######## design 1 ########
design_1/route_heat.png
Bar = 100 µm. 39 x 39 tiles, from dark blue (low) to red (high), scaled to the fullest tile. Values are wire area over tile area, all layers added.
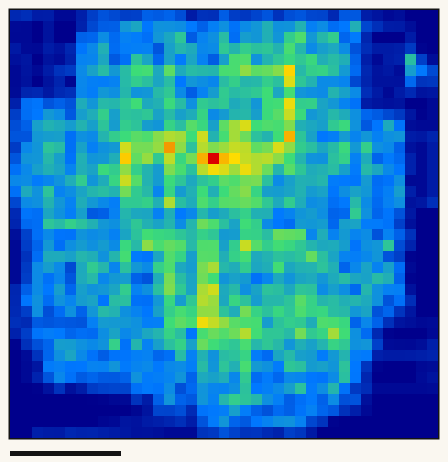

<file path="src/rtl/conv_tx_pkg.sv">
// Shared types and helpers for the conv vector stream transmitter.
// Optional feature macro used by this block: CONV_TX_LAST_EN (adds the x_last output).
package conv_tx_pkg;

  typedef enum logic {
    IDLE   = 1'b0,
    STREAM = 1'b1
  } tx_state_t;

  localparam int FRAME_CNT_W = 16;

  // Address width for a bank of the given depth, never narrower than one bit.
  function automatic int addr_w(input int depth);
    return (depth > 1) ? $clog2(depth) : 1;
  endfunction

endpackage

</file>
<file path="src/rtl/conv_tx_bank_mem.sv">
// Two-bank ping-pong word store: one synchronous write port, one combinational read port.
module conv_tx_bank_mem #(
  parameter int T  = 16,
  parameter int N  = 64,
  parameter int AW = 6
) (
  input  logic          clk,
  input  logic          we,
  input  logic          wbank,
  input  logic [AW-1:0] waddr,
  input  logic [T-1:0]  wdata,
  input  logic          rbank,
  input  logic [AW-1:0] raddr,
  output logic [T-1:0]  rdata
);

  logic [T-1:0] mem [2][N];

  // NOTE: the array has no reset; the full flags guarantee every word is
  // written before the reader can reach it, so its power-up contents never matter.
  always_ff @(posedge clk) begin
    if (we) begin
      mem[wbank][waddr] <= wdata;
    end
  end

  assign rdata = mem[rbank][raddr];

endmodule

</file>
<file path="src/rtl/conv_vec_stream_tx.sv">
// Buffers whole N-word vectors in two ping-pong banks and streams them to a conv engine.
// Define CONV_TX_LAST_EN to add the x_last output marking the final word of each vector.
module conv_vec_stream_tx
  import conv_tx_pkg::*;
#(
  parameter int T = 16,
  parameter int N = 64
) (
  input  logic                   clk,
  input  logic                   reset_n,
  input  logic [T-1:0]           wr_data,
  input  logic                   wr_valid,
  output logic                   wr_ready,
  output logic [T-1:0]           x_data,
  output logic                   x_valid,
  input  logic                   x_ready,
  output logic [FRAME_CNT_W-1:0] frames_sent
`ifdef CONV_TX_LAST_EN
  ,
  output logic                   x_last
`endif
);

  localparam int            AW        = addr_w(N);
  localparam logic [AW-1:0] LAST_ADDR = AW'(N - 1);

  tx_state_t     state_q, state_d;
  logic [1:0]    full_q;
  logic          wbank_q, rbank_q;
  logic [AW-1:0] waddr_q, raddr_q;
  logic          wr_fire, wr_wrap;
  logic          out_free, load, rd_wrap;
  logic          frame_done;
  logic [T-1:0]  rd_word;

  assign wr_ready = !full_q[wbank_q];
  assign wr_fire  = wr_valid && wr_ready;
  assign wr_wrap  = wr_fire && (waddr_q == LAST_ADDR);

  assign out_free = !x_valid || x_ready;
  assign rd_wrap  = load && (raddr_q == LAST_ADDR);

  // The output register holds word N-1 exactly when it is valid and the read
  // pointer has already wrapped back to 0, so no separate end-of-frame flop is needed.
  assign frame_done = x_valid && x_ready && (raddr_q == '0);

  conv_tx_bank_mem #(
    .T  (T),
    .N  (N),
    .AW (AW)
  ) u_mem (
    .clk   (clk),
    .we    (wr_fire),
    .wbank (wbank_q),
    .waddr (waddr_q),
    .wdata (wr_data),
    .rbank (rbank_q),
    .raddr (raddr_q),
    .rdata (rd_word)
  );

  // NOTE: every signal assigned in this block gets a default first, so no path
  // leaves a value unassigned and no latch is inferred.
  always_comb begin
    state_d = state_q;
    load    = 1'b0;
    case (state_q)
      IDLE: begin
        if (full_q[rbank_q]) begin
          state_d = STREAM;
        end
      end
      STREAM: begin
        load = out_free;
        if (load && (raddr_q == LAST_ADDR)) begin
          state_d = full_q[~rbank_q] ? STREAM : IDLE;
        end
      end
      default: state_d = IDLE;
    endcase
  end

  // NOTE: sequential state uses non-blocking assignments so every flop samples
  // the pre-edge values of the others, independent of block ordering.
  // reset_n is expected to arrive with its release already synchronised to clk.
  always_ff @(posedge clk or negedge reset_n) begin
    if (!reset_n) begin
      state_q <= IDLE;
    end else begin
      state_q <= state_d;
    end
  end

  always_ff @(posedge clk or negedge reset_n) begin
    if (!reset_n) begin
      wbank_q <= 1'b0;
      waddr_q <= '0;
    end else if (wr_fire) begin
      if (wr_wrap) begin
        waddr_q <= '0;
        wbank_q <= ~wbank_q;
      end else begin
        waddr_q <= waddr_q + AW'(1);
      end
    end
  end

  always_ff @(posedge clk or negedge reset_n) begin
    if (!reset_n) begin
      rbank_q <= 1'b0;
      raddr_q <= '0;
    end else if (load) begin
      if (rd_wrap) begin
        raddr_q <= '0;
        rbank_q <= ~rbank_q;
      end else begin
        raddr_q <= raddr_q + AW'(1);
      end
    end
  end

  // Writer only ever sets an empty bank and reader only clears a full one,
  // so the two updates can never target the same bit in one cycle.
  always_ff @(posedge clk or negedge reset_n) begin
    if (!reset_n) begin
      full_q <= '0;
    end else begin
      if (wr_wrap) begin
        full_q[wbank_q] <= 1'b1;
      end
      if (rd_wrap) begin
        full_q[rbank_q] <= 1'b0;
      end
    end
  end

  always_ff @(posedge clk or negedge reset_n) begin
    if (!reset_n) begin
      x_valid <= 1'b0;
      x_data  <= '0;
    end else if (out_free) begin
      if (load) begin
        x_valid <= 1'b1;
        x_data  <= rd_word;
      end else begin
        x_valid <= 1'b0;
        x_data  <= '0;
      end
    end
  end

`ifdef CONV_TX_LAST_EN
  always_ff @(posedge clk or negedge reset_n) begin
    if (!reset_n) begin
      x_last <= 1'b0;
    end else if (out_free) begin
      x_last <= rd_wrap;
    end
  end
`endif

  always_ff @(posedge clk or negedge reset_n) begin
    if (!reset_n) begin
      frames_sent <= '0;
    end else if (frame_done) begin
      frames_sent <= frames_sent + FRAME_CNT_W'(1);
    end
  end

endmodule
</file>
<file path="config.mk">
export PLATFORM = sky130hd
export DESIGN_NAME = conv_vec_stream_tx
export DESIGN_NICKNAME = d
export VERILOG_FILES = /design/src/rtl/conv_tx_pkg.sv /design/src/rtl/conv_tx_bank_mem.sv /design/src/rtl/conv_vec_stream_tx.sv
export SDC_FILE = /design/constraint.sdc
export NUM_CORES = 2
export LEC_CHECK = 0
export CAP_MARGIN = 30
export CORE_MARGIN = 2
export CORE_UTILIZATION = 55
export DETAILED_ROUTE_END_ITERATION = 16
export HOLD_SLACK_MARGIN = 0.03
export PLACE_DENSITY = 0.71
export SLEW_MARGIN = 20
export SYNTH_ARGS = -nofsm -noshare
export SYNTH_HDL_FRONTEND = slang
export SYNTH_HIERARCHICAL = 1
export SYNTH_SLANG_ARGS = --single-unit
</file>
<file path="constraint.sdc">
create_clock -name clk -period 9 [get_ports clk]
set_input_delay 1.35 -clock clk [delete_from_list [all_inputs] [get_ports clk]]
set_output_delay 1.35 -clock clk [all_outputs]
set_load 0.01 [all_outputs]
</file>
######## design 2 ########
--- config.mk ---
export PLATFORM = sky130hd
export DESIGN_NAME = ping_scheduler
export DESIGN_NICKNAME = d
export VERILOG_FILES = /design/src/rtl/us_pkg.sv /design/src/rtl/rr_next_index.sv /design/src/rtl/ping_scheduler.sv
export SDC_FILE = /design/constraint.sdc
export NUM_CORES = 1
export LEC_CHECK = 0
export ABC_AREA = 1
export CORE_ASPECT_RATIO = 1.4
export CORE_MARGIN = 2
export CORE_UTILIZATION = 57
export CTS_CLUSTER_DIAMETER = 200
export DETAILED_ROUTE_END_ITERATION = 6
export PLACE_DENSITY = 0.86
export SETUP_SLACK_MARGIN = 0.15
export SYNTH_ARGS = -nofsm -noshare
export SYNTH_HDL_FRONTEND = slang
export SYNTH_SLANG_ARGS = --single-unit
--- constraint.sdc ---
create_clock -name clk -period 2.98 [get_ports clk]
set_input_delay 0.596 -clock clk [delete_from_list [all_inputs] [get_ports clk]]
set_output_delay 0.596 -clock clk [all_outputs]
set_load 0.02 [all_outputs]
--- src/rtl/us_pkg.sv ---
// Shared definitions for the ultrasonic subsystem.
// Includes the scheduler state encoding, default 50 MHz timing and sensor indices.
package us_pkg;

   typedef enum logic [2:0] {
      ST_IDLE,
      ST_SELECT,
      ST_FIRE,
      ST_WAIT_ECHO,
      ST_GUARD
   } state_t;

   localparam int CLK_HZ                 = 50_000_000;
   localparam int DEFAULT_TIMEOUT_CYCLES = 1_250_000;
   localparam int DEFAULT_GUARD_CYCLES   = 500_000;
   localparam int DEFAULT_DIST_W         = 8;

   localparam int SIDE_BACK  = 0;
   localparam int SIDE_FRONT = 1;
   localparam int FRONT      = 2;
   localparam int BACK       = 3;

   function automatic int max_int(input int a, input int b);
      return (a > b) ? a : b;
   endfunction

endpackage

--- src/rtl/rr_next_index.sv ---
// Round-robin finder: returns the first set mask bit at or after from_idx.
// The search wraps modulo NUM_SENSORS.
module rr_next_index #(
   parameter int NUM_SENSORS = 3,
   parameter int IDX_W       = 2
) (
   input  logic [NUM_SENSORS-1:0] mask,
   input  logic [IDX_W-1:0]       from_idx,
   output logic [IDX_W-1:0]       next_idx,
   output logic                   found
);

   int               cand;
   logic [IDX_W-1:0] cand_idx;

   // Scan from the farthest offset down, so the nearest set bit is written last.
   always_comb begin
      next_idx = '0;
      found    = 1'b0;
      cand     = 0;
      cand_idx = '0;
      for (int k = NUM_SENSORS - 1; k >= 0; k--) begin
         cand = int'(from_idx) + k;
         if (cand >= NUM_SENSORS) cand = cand - NUM_SENSORS;
         cand_idx = IDX_W'(cand);
         if (mask[cand_idx]) begin
            next_idx = cand_idx;
            found    = 1'b1;
         end
      end
   end

endmodule

--- src/rtl/ping_scheduler.sv ---
// Round-robin ultrasonic ping scheduler.
// Only one transducer is fired at a time, and each result is latched per sensor.
module ping_scheduler
   import us_pkg::*;
#(
   parameter int NUM_SENSORS    = 3,
   parameter int DIST_W         = DEFAULT_DIST_W,
   parameter int TIMEOUT_CYCLES = DEFAULT_TIMEOUT_CYCLES,
   parameter int GUARD_CYCLES   = DEFAULT_GUARD_CYCLES,
   parameter logic [DIST_W-1:0] TIMEOUT_DIST = '1
) (
   input  logic                          clk,
   input  logic                          reset,
   input  logic                          enable,
   input  logic [NUM_SENSORS-1:0]        sensor_mask,
   output logic [NUM_SENSORS-1:0]        start,
   input  logic [NUM_SENSORS-1:0]        done,
   input  logic [NUM_SENSORS*DIST_W-1:0] dist_in,
   output logic [NUM_SENSORS*DIST_W-1:0] dist_out,
   output logic [NUM_SENSORS-1:0]        valid,
   output logic [NUM_SENSORS-1:0]        timed_out,
   output logic [$clog2(NUM_SENSORS)-1:0] active_id,
   output logic                          busy,
   output logic                          frame_done
);

   localparam int IDX_W   = $clog2(NUM_SENSORS);
   localparam int CNT_MAX = max_int(TIMEOUT_CYCLES, GUARD_CYCLES);
   localparam int CNT_W   = $clog2(CNT_MAX + 1);
   localparam logic [CNT_W-1:0] TIMEOUT_LAST = CNT_W'(TIMEOUT_CYCLES - 1);
   localparam logic [CNT_W-1:0] GUARD_LAST   = CNT_W'(GUARD_CYCLES - 1);
   localparam logic [CNT_W-1:0] CNT_SAT      = CNT_W'(CNT_MAX);
   localparam logic [IDX_W-1:0] LAST_IDX     = IDX_W'(NUM_SENSORS - 1);

   state_t                 state;
   logic [IDX_W-1:0]       ptr;
   logic [NUM_SENSORS-1:0] mask_q;
   logic [CNT_W-1:0]       cnt;
   logic [IDX_W-1:0]       sel_idx;
   logic                   sel_found;
   logic [IDX_W-1:0]       top_idx;

   rr_next_index #(
      .NUM_SENSORS (NUM_SENSORS),
      .IDX_W       (IDX_W)
   ) u_rr_next_index (
      .mask     (sensor_mask),
      .from_idx (ptr),
      .next_idx (sel_idx),
      .found    (sel_found)
   );

   // The frame boundary is the highest sensor of the mask captured at SELECT.
   always_comb begin
      top_idx = '0;
      for (int i = 0; i < NUM_SENSORS; i++) begin
         if (mask_q[i]) top_idx = IDX_W'(i);
      end
   end

   assign busy = (state != ST_IDLE);

   always_ff @(posedge clk) begin
      if (reset) begin
         state      <= ST_IDLE;
         ptr        <= '0;
         mask_q     <= '0;
         cnt        <= '0;
         start      <= '0;
         dist_out   <= '0;
         valid      <= '0;
         timed_out  <= '0;
         active_id  <= '0;
         frame_done <= 1'b0;
      end else begin
         start      <= '0;
         frame_done <= 1'b0;
         case (state)
            ST_IDLE: begin
               if (enable && (|sensor_mask)) state <= ST_SELECT;
            end
            ST_SELECT: begin
               if (sel_found) begin
                  ptr            <= sel_idx;
                  active_id      <= sel_idx;
                  mask_q         <= sensor_mask;
                  start[sel_idx] <= 1'b1;
                  state          <= ST_FIRE;
               end else begin
                  state <= ST_IDLE;
               end
            end
            ST_FIRE: begin
               cnt   <= '0;
               state <= ST_WAIT_ECHO;
            end
            // An echo arriving on the final timeout cycle still counts as a real result.
            ST_WAIT_ECHO: begin
               if (done[active_id]) begin
                  dist_out[active_id*DIST_W +: DIST_W] <= dist_in[active_id*DIST_W +: DIST_W];
                  valid[active_id]     <= 1'b1;
                  timed_out[active_id] <= 1'b0;
                  cnt                  <= '0;
                  state                <= ST_GUARD;
               end else if (cnt == TIMEOUT_LAST) begin
                  dist_out[active_id*DIST_W +: DIST_W] <= TIMEOUT_DIST;
                  valid[active_id]     <= 1'b1;
                  timed_out[active_id] <= 1'b1;
                  cnt                  <= '0;
                  state                <= ST_GUARD;
               end else if (cnt != CNT_SAT) begin
                  cnt <= cnt + 1'b1;
               end
            end
            ST_GUARD: begin
               if (cnt == GUARD_LAST) begin
                  frame_done <= (ptr == top_idx);
                  ptr        <= (ptr == LAST_IDX) ? '0 : ptr + 1'b1;
                  state      <= (enable && (|sensor_mask)) ? ST_SELECT : ST_IDLE;
               end else if (cnt != CNT_SAT) begin
                  cnt <= cnt + 1'b1;
               end
            end
            default: state <= ST_IDLE;
         endcase
      end
   end

endmodule

######## design 3 ########
<file path="src/rtl/uart_pkg.sv">
// Shared types and helpers for the parametrised UART: FSM state encodings,
// parity mode constants and the parity-bit function.
package uart_pkg;

    localparam int MAX_W = 9;

    localparam logic [1:0] PAR_NONE = 2'd0;
    localparam logic [1:0] PAR_EVEN = 2'd1;
    localparam logic [1:0] PAR_ODD  = 2'd2;

    typedef enum logic [2:0] {
        TX_IDLE,
        TX_START,
        TX_DATA,
        TX_PARITY,
        TX_STOP
    } tx_state_e;

    typedef enum logic [2:0] {
        RX_IDLE,
        RX_START,
        RX_DATA,
        RX_PARITY,
        RX_STOP,
        RX_WAIT_HIGH
    } rx_state_e;

    // Callers zero-extend payloads to MAX_W; zero bits do not change the XOR.
    function automatic logic parity_bit(input logic [MAX_W-1:0] data, input logic [1:0] mode);
        case (mode)
            PAR_EVEN: return ^data;
            PAR_ODD:  return ~^data;
            default:  return 1'b0;
        endcase
    endfunction

endpackage

</file>
<file path="src/rtl/uart_bit_timer.sv">
// Loadable bit-period down-counter. tick is high while the count is zero;
// the counter then reloads CLK_DIV-1 so ticks recur every CLK_DIV cycles.
module uart_bit_timer #(
    parameter int CLK_DIV = 16,
    parameter int W       = $clog2(CLK_DIV)
) (
    input  logic         clk,
    input  logic         rst,
    input  logic         load,
    input  logic [W-1:0] load_val,
    output logic         tick
);

    localparam logic [W-1:0] RELOAD = W'(CLK_DIV - 1);

    logic [W-1:0] cnt_q, cnt_d;

    always_comb begin
        if (load)
            cnt_d = load_val;
        else if (cnt_q == '0)
            cnt_d = RELOAD;
        else
            cnt_d = cnt_q - 1'b1;
    end

    always_ff @(posedge clk or posedge rst) begin
        if (rst)
            cnt_q <= RELOAD;
        else
            cnt_q <= cnt_d;
    end

    assign tick = (cnt_q == '0);

endmodule

</file>
<file path="src/rtl/uart_param.sv">
// Full-duplex UART with independent TX and RX engines on one clock.
// Define UART_RX_SYNC_EN to put a two-flop synchroniser on rx.
module uart_param
    import uart_pkg::*;
#(
    parameter int DATA_W    = 8,
    parameter int CLK_DIV   = 16,
    parameter int PARITY    = 1,
    parameter int STOP_BITS = 1
) (
    input  logic              clk,
    input  logic              reset,
    input  logic              start_transmission,
    input  logic [DATA_W-1:0] data_in,
    input  logic              rx,
    output logic              tx,
    output logic              busy,
    output logic [DATA_W-1:0] data_out,
    output logic              data_ready,
    output logic              parity_err,
    output logic              frame_err,
    output tx_state_e         tx_state_dbg,
    output rx_state_e         rx_state_dbg
);

    localparam int TW = $clog2(CLK_DIV);
    localparam int BW = $clog2(DATA_W + 1);
    localparam logic [TW-1:0] TX_LOAD   = TW'(CLK_DIV - 1);
    // The sample fires the edge after the count reaches zero, hence the -1.
    localparam logic [TW-1:0] RX_LOAD   = TW'(CLK_DIV / 2 - 1);
    localparam logic [BW-1:0] LAST_DATA = BW'(DATA_W - 1);
    localparam logic [BW-1:0] LAST_STOP = BW'(STOP_BITS - 1);
    localparam logic [1:0]    PAR_MODE  = 2'(PARITY);
    localparam bit            PAR_EN    = (PARITY != 0);

    logic rx_s;

`ifdef UART_RX_SYNC_EN
    logic [1:0] rx_sync_q, rx_sync_d;
    assign rx_sync_d = {rx_sync_q[0], rx};
    always_ff @(posedge clk or posedge reset) begin
        if (reset)
            rx_sync_q <= 2'b11;
        else
            rx_sync_q <= rx_sync_d;
    end
    assign rx_s = rx_sync_q[1];
`else
    assign rx_s = rx;
`endif

    // ---------------- TX engine ----------------
    tx_state_e         tx_state_q, tx_state_d;
    logic [DATA_W-1:0] tx_shift_q, tx_shift_d;
    logic              tx_par_q, tx_par_d;
    logic [BW-1:0]     tx_bit_q, tx_bit_d;
    logic              tx_load, tx_tick;

    uart_bit_timer #(.CLK_DIV(CLK_DIV)) u_tx_timer (
        .clk      (clk),
        .rst      (reset),
        .load     (tx_load),
        .load_val (TX_LOAD),
        .tick     (tx_tick)
    );

    always_comb begin
        tx_state_d = tx_state_q;
        tx_shift_d = tx_shift_q;
        tx_par_d   = tx_par_q;
        tx_bit_d   = tx_bit_q;
        tx_load    = 1'b0;
        case (tx_state_q)
            TX_IDLE: if (start_transmission) begin
                tx_shift_d = data_in;
                tx_par_d   = parity_bit(MAX_W'(data_in), PAR_MODE);
                tx_bit_d   = '0;
                tx_load    = 1'b1;
                tx_state_d = TX_START;
            end
            TX_START: if (tx_tick) tx_state_d = TX_DATA;
            TX_DATA: if (tx_tick) begin
                tx_shift_d = tx_shift_q >> 1;
                if (tx_bit_q == LAST_DATA) begin
                    tx_bit_d   = '0;
                    tx_state_d = PAR_EN ? TX_PARITY : TX_STOP;
                end else begin
                    tx_bit_d = tx_bit_q + 1'b1;
                end
            end
            TX_PARITY: if (tx_tick) tx_state_d = TX_STOP;
            TX_STOP: if (tx_tick) begin
                if (tx_bit_q == LAST_STOP)
                    tx_state_d = TX_IDLE;
                else
                    tx_bit_d = tx_bit_q + 1'b1;
            end
            default: tx_state_d = TX_IDLE;
        endcase
    end

    always_ff @(posedge clk or posedge reset) begin
        if (reset) begin
            tx_state_q <= TX_IDLE;
            tx_shift_q <= '0;
            tx_par_q   <= 1'b0;
            tx_bit_q   <= '0;
        end else begin
            tx_state_q <= tx_state_d;
            tx_shift_q <= tx_shift_d;
            tx_par_q   <= tx_par_d;
            tx_bit_q   <= tx_bit_d;
        end
    end

    always_comb begin
        case (tx_state_q)
            TX_START:  tx = 1'b0;
            TX_DATA:   tx = tx_shift_q[0];
            TX_PARITY: tx = tx_par_q;
            default:   tx = 1'b1;
        endcase
    end

    assign busy         = (tx_state_q != TX_IDLE);
    assign tx_state_dbg = tx_state_q;

    // ---------------- RX engine ----------------
    rx_state_e         rx_state_q, rx_state_d;
    logic [DATA_W-1:0] rx_shift_q, rx_shift_d;
    logic [DATA_W-1:0] rx_dout_q, rx_dout_d;
    logic              rx_par_q, rx_par_d;
    logic [BW-1:0]     rx_bit_q, rx_bit_d;
    logic              rdy_q, rdy_d, perr_q, perr_d, ferr_q, ferr_d;
    logic              rx_load, rx_tick;

    uart_bit_timer #(.CLK_DIV(CLK_DIV)) u_rx_timer (
        .clk      (clk),
        .rst      (reset),
        .load     (rx_load),
        .load_val (RX_LOAD),
        .tick     (rx_tick)
    );

    always_comb begin
        rx_state_d = rx_state_q;
        rx_shift_d = rx_shift_q;
        rx_dout_d  = rx_dout_q;
        rx_par_d   = rx_par_q;
        rx_bit_d   = rx_bit_q;
        rdy_d      = 1'b0;
        perr_d     = 1'b0;
        ferr_d     = 1'b0;
        rx_load    = 1'b0;
        case (rx_state_q)
            RX_IDLE: if (!rx_s) begin
                rx_load    = 1'b1;
                rx_state_d = RX_START;
            end
            RX_START: if (rx_tick) begin
                rx_bit_d   = '0;
                rx_state_d = rx_s ? RX_IDLE : RX_DATA;
            end
            RX_DATA: if (rx_tick) begin
                rx_shift_d = {rx_s, rx_shift_q[DATA_W-1:1]};
                if (rx_bit_q == LAST_DATA)
                    rx_state_d = PAR_EN ? RX_PARITY : RX_STOP;
                else
                    rx_bit_d = rx_bit_q + 1'b1;
            end
            RX_PARITY: if (rx_tick) begin
                rx_par_d   = rx_s;
                rx_state_d = RX_STOP;
            end
            RX_STOP: if (rx_tick) begin
                rx_dout_d = rx_shift_q;
                if (!rx_s) begin
                    ferr_d     = 1'b1;
                    rx_state_d = RX_WAIT_HIGH;
                end else begin
                    if (PAR_EN && (rx_par_q != parity_bit(MAX_W'(rx_shift_q), PAR_MODE)))
                        perr_d = 1'b1;
                    else
                        rdy_d = 1'b1;
                    rx_state_d = RX_IDLE;
                end
            end
            RX_WAIT_HIGH: if (rx_s) rx_state_d = RX_IDLE;
            default: rx_state_d = RX_IDLE;
        endcase
    end

    always_ff @(posedge clk or posedge reset) begin
        if (reset) begin
            rx_state_q <= RX_IDLE;
            rx_shift_q <= '0;
            rx_dout_q  <= '0;
            rx_par_q   <= 1'b0;
            rx_bit_q   <= '0;
            rdy_q      <= 1'b0;
            perr_q     <= 1'b0;
            ferr_q     <= 1'b0;
        end else begin
            rx_state_q <= rx_state_d;
            rx_shift_q <= rx_shift_d;
            rx_dout_q  <= rx_dout_d;
            rx_par_q   <= rx_par_d;
            rx_bit_q   <= rx_bit_d;
            rdy_q      <= rdy_d;
            perr_q     <= perr_d;
            ferr_q     <= ferr_d;
        end
    end

    assign data_out     = rx_dout_q;
    assign data_ready   = rdy_q;
    assign parity_err   = perr_q;
    assign frame_err    = ferr_q;
    assign rx_state_dbg = rx_state_q;

endmodule

</file>
<file path="config.mk">
export PLATFORM = sky130hd
export DESIGN_NAME = uart_param
export DESIGN_NICKNAME = d
export VERILOG_FILES = /design/src/rtl/uart_pkg.sv /design/src/rtl/uart_bit_timer.sv /design/src/rtl/uart_param.sv
export SDC_FILE = /design/constraint.sdc
export NUM_CORES = 1
export LEC_CHECK = 0
export CAP_MARGIN = 40
export CORE_MARGIN = 2
export CORE_UTILIZATION = 50
export CTS_CLUSTER_DIAMETER = 30
export CTS_CLUSTER_SIZE = 20
export DETAILED_ROUTE_END_ITERATION = 16
export PLACE_DENSITY_LB_ADDON = 0.2
export SLEW_MARGIN = 25
export SYNTH_ARGS = -nofsm -noshare
export SYNTH_HDL_FRONTEND = slang
export SYNTH_SLANG_ARGS = --single-unit
</file>
<file path="constraint.sdc">
create_clock -name clk -period 2 [get_ports clk]
set_clock_uncertainty 0.1 [all_clocks]
set_input_delay 0.4 -clock clk [delete_from_list [all_inputs] [get_ports clk]]
set_output_delay 0.4 -clock clk [all_outputs]
set_load 0.05 [all_outputs]
</file>
######## design 4 ########
--- src/rtl/neda_sample_player_pkg.sv ---
// Shared widths, FSM state encoding and small helpers for the sample player.
package neda_sample_player_pkg;

  localparam int DW    = 8;   // sample width, matches the NEDA datapath din
  localparam int DEPTH = 8;   // table entries
  localparam int AW    = 3;   // table address width
  localparam int CW    = 8;   // repeat-count width

  typedef enum logic [1:0] {
    ST_IDLE = 2'd0,
    ST_PLAY = 2'd1,
    ST_DONE = 2'd2
  } state_e;

  // Table index that follows cur within a frame of last+1 entries.
  function automatic logic [AW-1:0] next_idx(input logic [AW-1:0] cur,
                                              input logic [AW-1:0] last);
    return (cur == last) ? '0 : cur + AW'(1);
  endfunction

endpackage

--- src/rtl/neda_sample_player_if.sv ---
// Control, table-load and sample-output bundle of the sample player.
interface neda_sample_player_if;
  import neda_sample_player_pkg::*;

  logic          wr_en;
  logic [AW-1:0] wr_addr;
  logic [DW-1:0] wr_data;
  logic          start;
  logic          stop;
  logic [AW-1:0] last_idx;
  logic [CW-1:0] rpt;
  logic [DW-1:0] dout;
  logic          dout_vld;
  logic          frame_sof;
  logic          busy;
  logic          done;

  // Player side
  modport slave (
    input  wr_en, wr_addr, wr_data, start, stop, last_idx, rpt,
    output dout, dout_vld, frame_sof, busy, done
  );

  // Controller side
  modport master (
    output wr_en, wr_addr, wr_data, start, stop, last_idx, rpt,
    input  dout, dout_vld, frame_sof, busy, done
  );

endinterface

--- src/rtl/neda_sample_player_ram.sv ---
// Sample table: DEPTH x DW register file, synchronous write, asynchronous read.
// The read returns the pre-write contents during a same-address write cycle.
module neda_sample_player_ram
  import neda_sample_player_pkg::*;
(
  input  logic          clk,
  input  logic          wr_en_i,
  input  logic [AW-1:0] wr_addr_i,
  input  logic [DW-1:0] wr_data_i,
  input  logic [AW-1:0] rd_addr_i,
  output logic [DW-1:0] rd_data_o
);

  logic [DW-1:0] mem_q [DEPTH];

  // Table write port; contents are deliberately left unreset.
  always_ff @(posedge clk) begin
    if (wr_en_i) mem_q[wr_addr_i] <= wr_data_i;
  end

  assign rd_data_o = mem_q[rd_addr_i];

endmodule

--- src/rtl/neda_sample_player.sv ---
// Sample player: streams table entries 0..last_idx onto dout once per clock,
// repeating the frame rpt times (or forever when rpt==0) until stopped.
module neda_sample_player
  import neda_sample_player_pkg::*;
(
  input  logic                 clk,
  input  logic                 rst_n,
  neda_sample_player_if.slave  bus
);

  state_e        state_q, state_d;
  logic [AW-1:0] cur_q, cur_d;     // table index of the sample now on dout
  logic [CW-1:0] frm_q, frm_d;     // 1-based frame number of that sample
  logic [AW-1:0] last_q, last_d;
  logic [CW-1:0] rpt_q, rpt_d;
  logic [DW-1:0] dout_q, dout_d;
  logic          vld_q, vld_d;
  logic          sof_q, sof_d;
  logic          done_q, done_d;
  logic [AW-1:0] rd_addr;
  logic [DW-1:0] rd_data;

  neda_sample_player_ram u_ram (
    .clk       (clk),
    .wr_en_i   (bus.wr_en),
    .wr_addr_i (bus.wr_addr),
    .wr_data_i (bus.wr_data),
    .rd_addr_i (rd_addr),
    .rd_data_o (rd_data)
  );

  // Next-state, table read address and next output sample.
  always_comb begin
    state_d = state_q;
    cur_d   = cur_q;
    frm_d   = frm_q;
    last_d  = last_q;
    rpt_d   = rpt_q;
    dout_d  = '0;
    vld_d   = 1'b0;
    sof_d   = 1'b0;
    done_d  = 1'b0;
    rd_addr = '0;
    case (state_q)
      ST_IDLE: begin
        // stop wins over a coincident start
        if (bus.start && !bus.stop) begin
          state_d = ST_PLAY;
          last_d  = bus.last_idx;
          rpt_d   = bus.rpt;
          cur_d   = '0;
          frm_d   = CW'(1);
          dout_d  = rd_data;
          vld_d   = 1'b1;
          sof_d   = 1'b1;
        end
      end
      ST_PLAY: begin
        if (bus.stop) begin
          state_d = ST_IDLE;
        end else if (cur_q == last_q && rpt_q != '0 && frm_q == rpt_q) begin
          state_d = ST_DONE;
          done_d  = 1'b1;
        end else begin
          rd_addr = next_idx(cur_q, last_q);
          cur_d   = rd_addr;
          // frame number saturates so an endless run never aliases
          if (cur_q == last_q && frm_q != {CW{1'b1}}) frm_d = frm_q + CW'(1);
          dout_d  = rd_data;
          vld_d   = 1'b1;
          sof_d   = (rd_addr == '0);
        end
      end
      ST_DONE: state_d = ST_IDLE;
      default: state_d = ST_IDLE;
    endcase
  end

  // State, counters and registered outputs; all cleared by the async reset.
  always_ff @(posedge clk or negedge rst_n) begin
    if (!rst_n) begin
      state_q <= ST_IDLE;
      cur_q   <= '0;
      frm_q   <= '0;
      last_q  <= '0;
      rpt_q   <= '0;
      dout_q  <= '0;
      vld_q   <= 1'b0;
      sof_q   <= 1'b0;
      done_q  <= 1'b0;
    end else begin
      state_q <= state_d;
      cur_q   <= cur_d;
      frm_q   <= frm_d;
      last_q  <= last_d;
      rpt_q   <= rpt_d;
      dout_q  <= dout_d;
      vld_q   <= vld_d;
      sof_q   <= sof_d;
      done_q  <= done_d;
    end
  end

  assign bus.dout      = dout_q;
  assign bus.dout_vld  = vld_q;
  assign bus.frame_sof = sof_q;
  assign bus.done      = done_q;
  assign bus.busy      = (state_q == ST_PLAY);

endmodule

--- src/flat_wrapper.sv ---
// flat-port wrapper written by rule: the top's interface ports become plain ports
module neda_sample_player_flat import neda_sample_player_pkg::*;
  (clk, rst_n, bus_wr_en, bus_wr_addr, bus_wr_data, bus_start, bus_stop, bus_last_idx, bus_rpt, bus_dout, bus_dout_vld, bus_frame_sof, bus_busy, bus_done);
  neda_sample_player_if bus_i ();
  input  logic clk;
  input  logic rst_n;
  input wire logic [$bits(bus_i.wr_en)-1:0] bus_wr_en;
  input wire logic [$bits(bus_i.wr_addr)-1:0] bus_wr_addr;
  input wire logic [$bits(bus_i.wr_data)-1:0] bus_wr_data;
  input wire logic [$bits(bus_i.start)-1:0] bus_start;
  input wire logic [$bits(bus_i.stop)-1:0] bus_stop;
  input wire logic [$bits(bus_i.last_idx)-1:0] bus_last_idx;
  input wire logic [$bits(bus_i.rpt)-1:0] bus_rpt;
  output wire logic [$bits(bus_i.dout)-1:0] bus_dout;
  output wire logic [$bits(bus_i.dout_vld)-1:0] bus_dout_vld;
  output wire logic [$bits(bus_i.frame_sof)-1:0] bus_frame_sof;
  output wire logic [$bits(bus_i.busy)-1:0] bus_busy;
  output wire logic [$bits(bus_i.done)-1:0] bus_done;
  assign bus_i.wr_en = bus_wr_en;
  assign bus_i.wr_addr = bus_wr_addr;
  assign bus_i.wr_data = bus_wr_data;
  assign bus_i.start = bus_start;
  assign bus_i.stop = bus_stop;
  assign bus_i.last_idx = bus_last_idx;
  assign bus_i.rpt = bus_rpt;
  assign bus_dout = bus_i.dout;
  assign bus_dout_vld = bus_i.dout_vld;
  assign bus_frame_sof = bus_i.frame_sof;
  assign bus_busy = bus_i.busy;
  assign bus_done = bus_i.done;
  neda_sample_player u_core (.clk(clk), .rst_n(rst_n), .bus(bus_i));
endmodule
--- config.mk ---
export PLATFORM = sky130hd
export DESIGN_NAME = neda_sample_player_flat
export DESIGN_NICKNAME = d
export VERILOG_FILES = /design/src/rtl/neda_sample_player_pkg.sv /design/src/rtl/neda_sample_player_if.sv /design/src/rtl/neda_sample_player_ram.sv /design/src/rtl/neda_sample_player.sv /design/src/flat_wrapper.sv
export SDC_FILE = /design/constraint.sdc
export NUM_CORES = 1
export LEC_CHECK = 0
export ABC_CLOCK_PERIOD_IN_PS = 2450
export CORE_AREA = 10 10 139 77
export DETAILED_ROUTE_END_ITERATION = 10
export DIE_AREA = 0 0 149 87
export GPL_TIMING_DRIVEN = 0
export PLACE_DENSITY = 0.75
export SYNTH_ARGS = -nofsm -noshare
export SYNTH_HDL_FRONTEND = slang
export SYNTH_SLANG_ARGS = --single-unit
--- constraint.sdc ---
create_clock -name clk -period 2.45 [get_ports clk]
set_input_delay 0.245 -clock clk [delete_from_list [all_inputs] [get_ports clk]]
set_output_delay 0.245 -clock clk [all_outputs]
set_load 0.1 [all_outputs]
design_2/route_heat.png
Bar = 20 µm. 14 x 20 tiles, from dark blue (low) to red (high), scaled to the fullest tile. Values are wire area over tile area, all layers added.
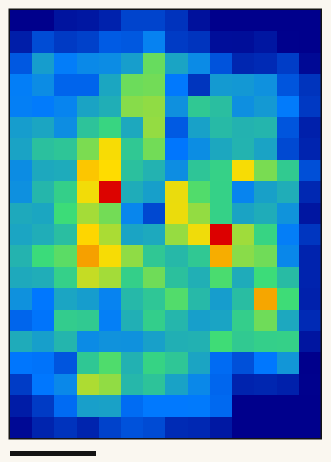
The fullest tile reaches 0.74. The emptiest ninth of the die: top right. The mean over all tiles is 0.24. 16% of the tiles are over half the peak.
GRT Util Overall: 0.3010
vias after detailed routing: 4,076
DRT Wirelength: 10,530 µm
DR WL/cell: 14.71 µm

==> metrics.csv, design 2 <==
stage,metric,value,unit
finish,Finished Core Util,0.7514,
floorplan,# rows,34,
logic_synthesis,"XOR Share, Synth",0.01171,
logic_synthesis,Synth top cell by count,nor2_1,
power,combinational logic power,1.04,mW
timing,Setup Viol. Count Final,0,
route,Vias/cell,5.693,
logic_synthesis,cell type with the largest total area,dfxtp_1,
timing,final worst-path setup slack,0.6935,ns
setup_path,CP max-delay cell,dfxtp_1,
clocking,Resize count post-CTS,0,
logic_synthesis,Post-synth mux share,0,
run_status,outcome,completed,
logic_synthesis,ao+oa area frac,0.1181,
timing,Hold Fails Final Rpt,0,
setup_path,reg2reg start,active_id[0],
setup_path,crit path DRT,3.28,ns
timing,TNS Setup,0,ns
setup_path,cells on worst reg2reg path,10,
finish,final non-filler cell total,716,
timing,Post-Route Skew,0.008780,ns
global_route,GR peak layer,met2,
finish,nets,681,
setup_path,CP Capture Point,cnt[9],
timing,fin crit share,0.7673,
route,DR top layer,met4,
power,Clock group,0.962,mW
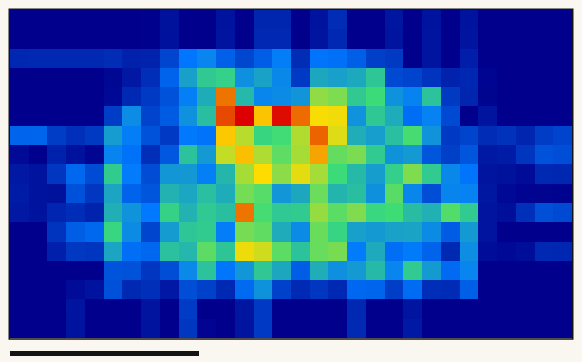
design_4/route_heat.png
Bar = 50 µm. 30 x 17 tiles, from dark blue (low) to red (high), scaled to the fullest tile. Values are wire area over tile area, all layers added.
The fullest tile reaches 0.68. The mean over all tiles is 0.13. The densest ninth of the die: middle.
DR WL/cell: 20.29 µm
GRT Util Overall: 0.1632
DRT Wirelength: 10,270 µm
vias after detailed routing: 3,011

==> metrics.csv, design 4 <==
stage,metric,value,unit
power,Clock group,1.36,mW
finish,Signal buf overhead,0.08874,
route,Post-DRT Antenna Nets,0,
logic_synthesis,Adders+Majority by Area,0.005901,
clocking,clk sink count,99,
finish,most frequent logic cell in the layout,nand2_1,
floorplan,fp util,0.5043,
run_status,failing checks,negative hold slack,
power,leakage power total,1.980,nW
floorplan,Die Y,87,µm
setup_path,cells on worst reg2reg path,5,
setup_path,worst-path fanout max,7,
timing,Setup Viol. Count Final,0,
logic_synthesis,cell area after synthesis,0.004240,mm²
job,tool warnings,27,
floorplan,Ports,39,
power,switch share,0.3314,
finish,Comb area share,0.2650,
logic_synthesis,largest cells by area after synthesis,"edfxtp_1 (45%), dfrtp_1 (21%), nand2_1 (5.8%)",
timing,Hold Fails Final Rpt,31,
global_route,GR Layer Usage met3,0.05031,
finish,FF/Latch Area,0.002798,mm²
timing,Min Hold Slack,-0.01538,ns
run_status,outcome,finished with violations,
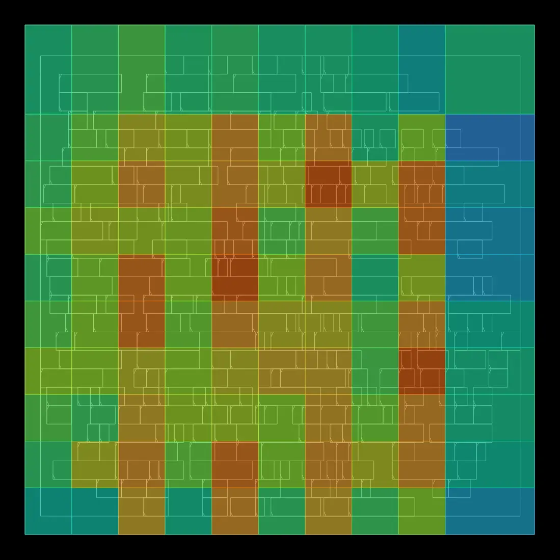
design_3/congestion_map.png
GR Layer Usage met3: 0.03213
Finished Core Util: 0.6418

design_3/route_heat.png
Bar = 20 µm. 15 x 15 tiles, from dark blue (low) to red (high), scaled to the fullest tile. Values are wire area over tile area, all layers added.
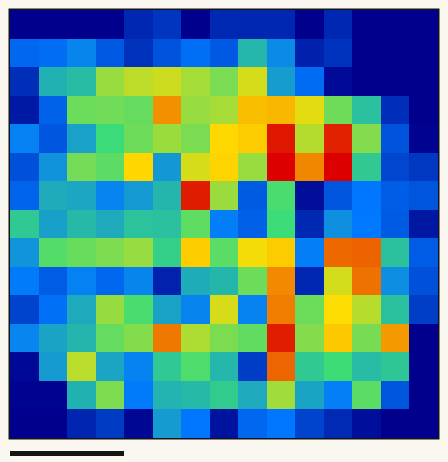
The fullest tile reaches 0.33. The emptiest ninth of the die: top right. 12% of the tiles are nearly empty. 34% of the tiles are over half the peak.

==> metrics.csv, design 3 <==
stage,metric,value,unit
timing,crit path time final,1.939,ns
run_status,outcome,completed,
power,Seq pwr share,0.484,
floorplan,Core Area,0.004817,mm²
logic_synthesis,Async SR Flop Fraction,1.000,
setup_path,cells on worst reg2reg path,7,
logic_synthesis,ao+oa area frac,0.1025,
logic_synthesis,# Cells Yosys,234,
logic_synthesis,cell area after synthesis,0.002540,mm²
finish,nets,290,
global_route,initial antenna violation count,0,
power,Switch Pwr,0.7958,mW
logic_synthesis,Synth top cell by count,dfrtp_1,
finish,flop count,51,
power,Clk pwr share,0.269,
global_route,GRT Util Overall,0.1752,
floorplan,die footprint,0.005666,mm²
global_route,maximum number of pins on one net before global-route repair,52,
placement,"Cell Area, Placed",0.002965,mm²
setup_path,reg2reg start,u_rx_timer.cnt_q[0],
setup_path,RR Endpoint,rx_par_q,
design_1/congestion_map.png
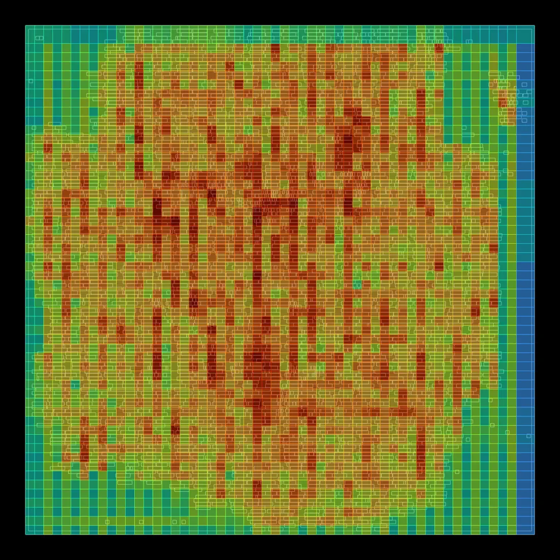
GRT met1 Usage: 0.3821
Finished Core Util: 0.6220
GRT met2 Usage: 0.4122
GRT Util Overall: 0.2646
GR peak layer: met2

design_1/sizing.png
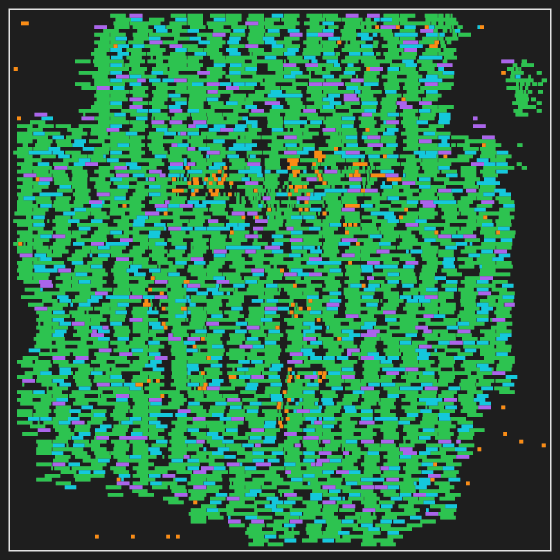
Key: cyan = x2 [cells 763]; orange = x3 and x4 [cells 171]; green = x1 and smaller [cells 2,471]; purple = x6 and larger [cells 262]

Notes on design_1/route_heat.png above:
11% of the tiles are over half the peak. The mean over all tiles is 0.22. 12% of the tiles are nearly empty.
vias after detailed routing: 37,204
DRT Wirelength: 193,500 µm
DR WL/cell: 34.63 µm

==> metrics.csv, design 1 <==
stage,metric,value,unit
hold_path,start point of the worst hold path,frames_sent[15],
timing,Post-Route Skew,0.05355,ns
clocking,H-tree levels,4,
timing,RSZ-0062 raised after global routing,no,
route,Vias/cell,6.658,
finish,Plain + repair buffers,216,
power,Internal,19.03,mW
global_route,first-pass GRT wire length,274600,µm
setup_path,crit-path cells,"buf_4, buf_12, mux4_2, mux4_2, mux4_2, mux2_2, a22o_1",
finish,clock buffers,253,
floorplan,Ports,54,
floorplan,fp util,0.5528,
logic_synthesis,top cells by count,"edfxtp_1 (2,048), mux4_2 (672), nor2_1 (137)",
power,switch share,0.2906,
placement,Port Buf Inserts,53,
route,drt first pass iters,5,
power,Clock group,8.09,mW
floorplan,Horiz. Die Dim,386.3,µm
finish,max FFs per register,2048,
logic_synthesis,Main logic family,multiplexers,
finish,final non-filler cell total,5588,
setup_path,CP Capture Type,flop,
logic_synthesis,cell area after synthesis,0.08038,mm²
run_status,outcome,completed,
finish,Comb area share,0.1875,
route,Post-DRT Antenna Nets,0,
placement,post-DP HPWL,108200,µm
timing,Final Max-Slew Violation Tally,0,
finish,Signal buf overhead,0.02176,

==> screenshots <==
Local utilization.
Plate I
Bar = 50 µm. 15 x 9 tiles, from dark blue (low) to red (high), 0 to 100% covered.
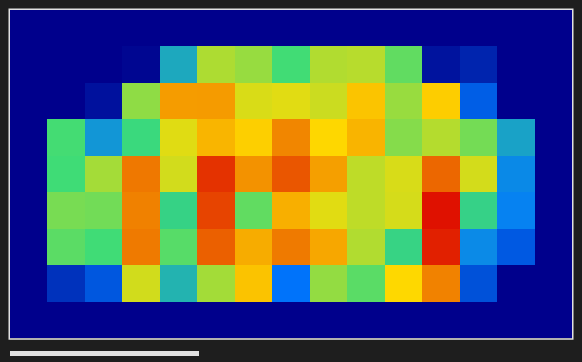
Plate II
Bar = 20 µm. 8 x 8 tiles, from dark blue (low) to red (high), 0 to 100% covered.
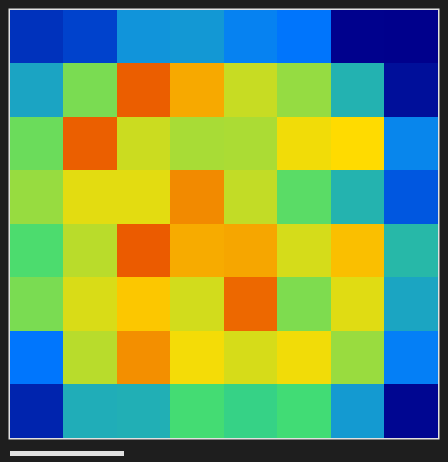
Plate III
Bar = 20 µm. 7 x 10 tiles, from dark blue (low) to red (high), 0 to 100% covered.
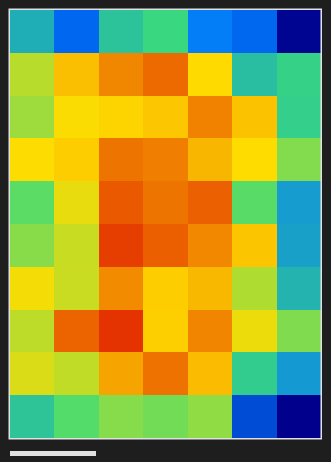
Plate IV
Bar = 100 µm. 39 x 39 tiles, from dark blue (low) to red (high), 0 to 100% covered.
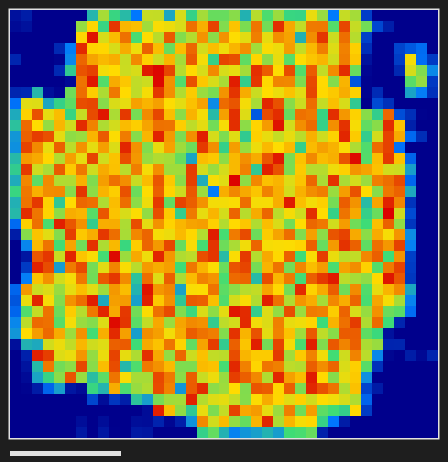
- largest die: Plate IV
- highest utilization: Plate III
- design 3 = Plate II
- design 1 = Plate IV
- design 4 = Plate I
- design 2 = Plate III



==> layout pictures side by side <==
Drive-strength map.
panel A
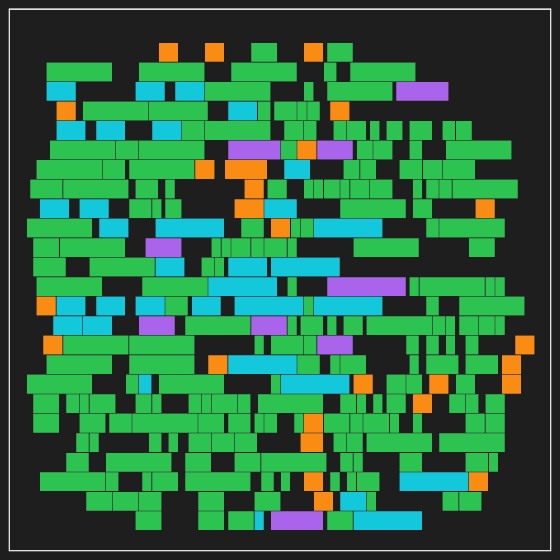
panel B
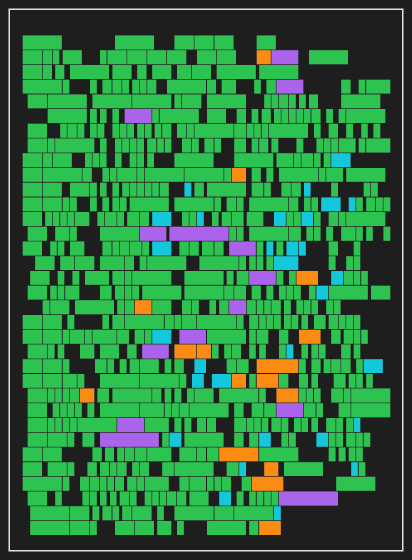
panel C
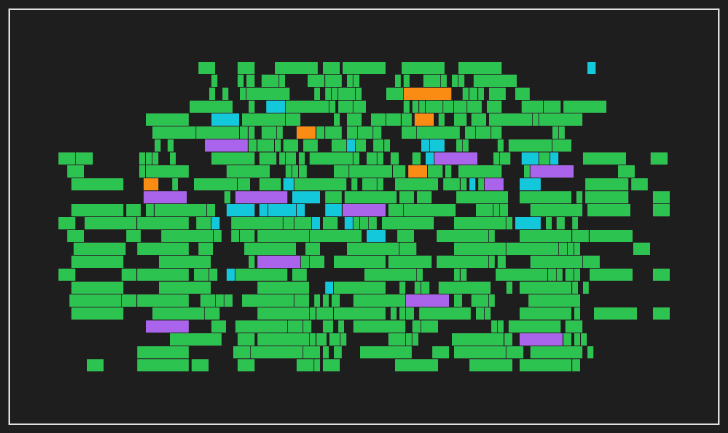
Of these, most cells: panel B
For design 2, see panel B.
For design 4, see panel C.
For design 3, see panel A.


## Gallery

Placed cells, one colour a class.
shot_01.png
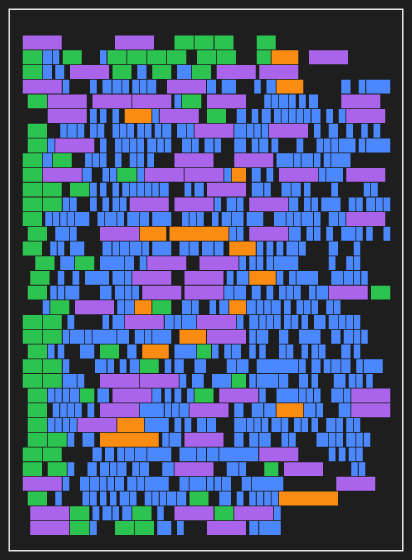
shot_02.png
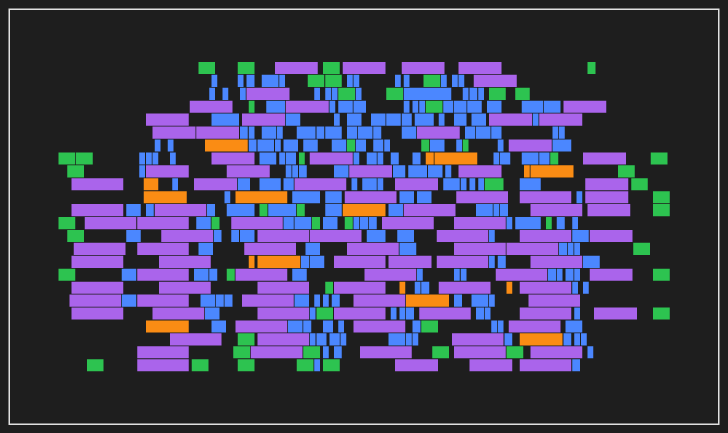
shot_03.png
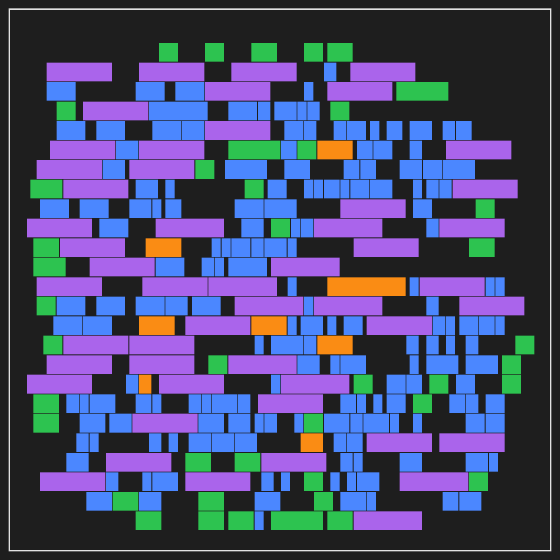
shot_04.png
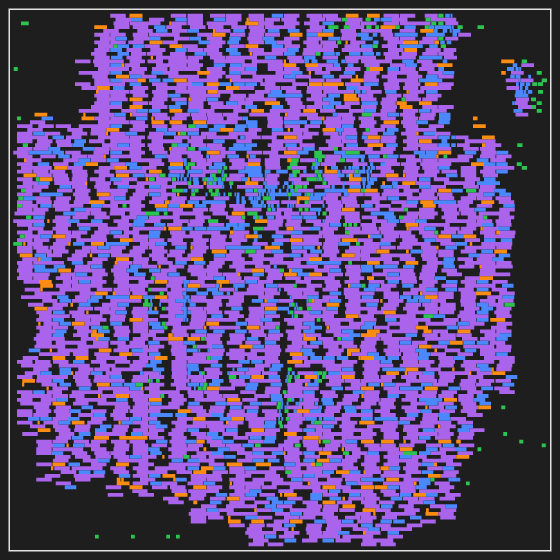
shot_03.png comes from design 3.
shot_02.png comes from design 4.
shot_04.png comes from design 1.
shot_01.png comes from design 2.
- most sequential cells: shot_04.png
- fewest sequential cells: shot_03.png

Key to shot_04.png:
Key: purple = sequential cells [cells 2,098, share of their area 71%]; blue = remaining logic cells [cells 988, share of their area 19%]; orange = clock drivers and dummy loads [cells 365, share of their area 7.1%]; green = remaining buffers and delay cells [cells 216, share of their area 2.2%]

Power is estimated from default activity; no workload was simulated.
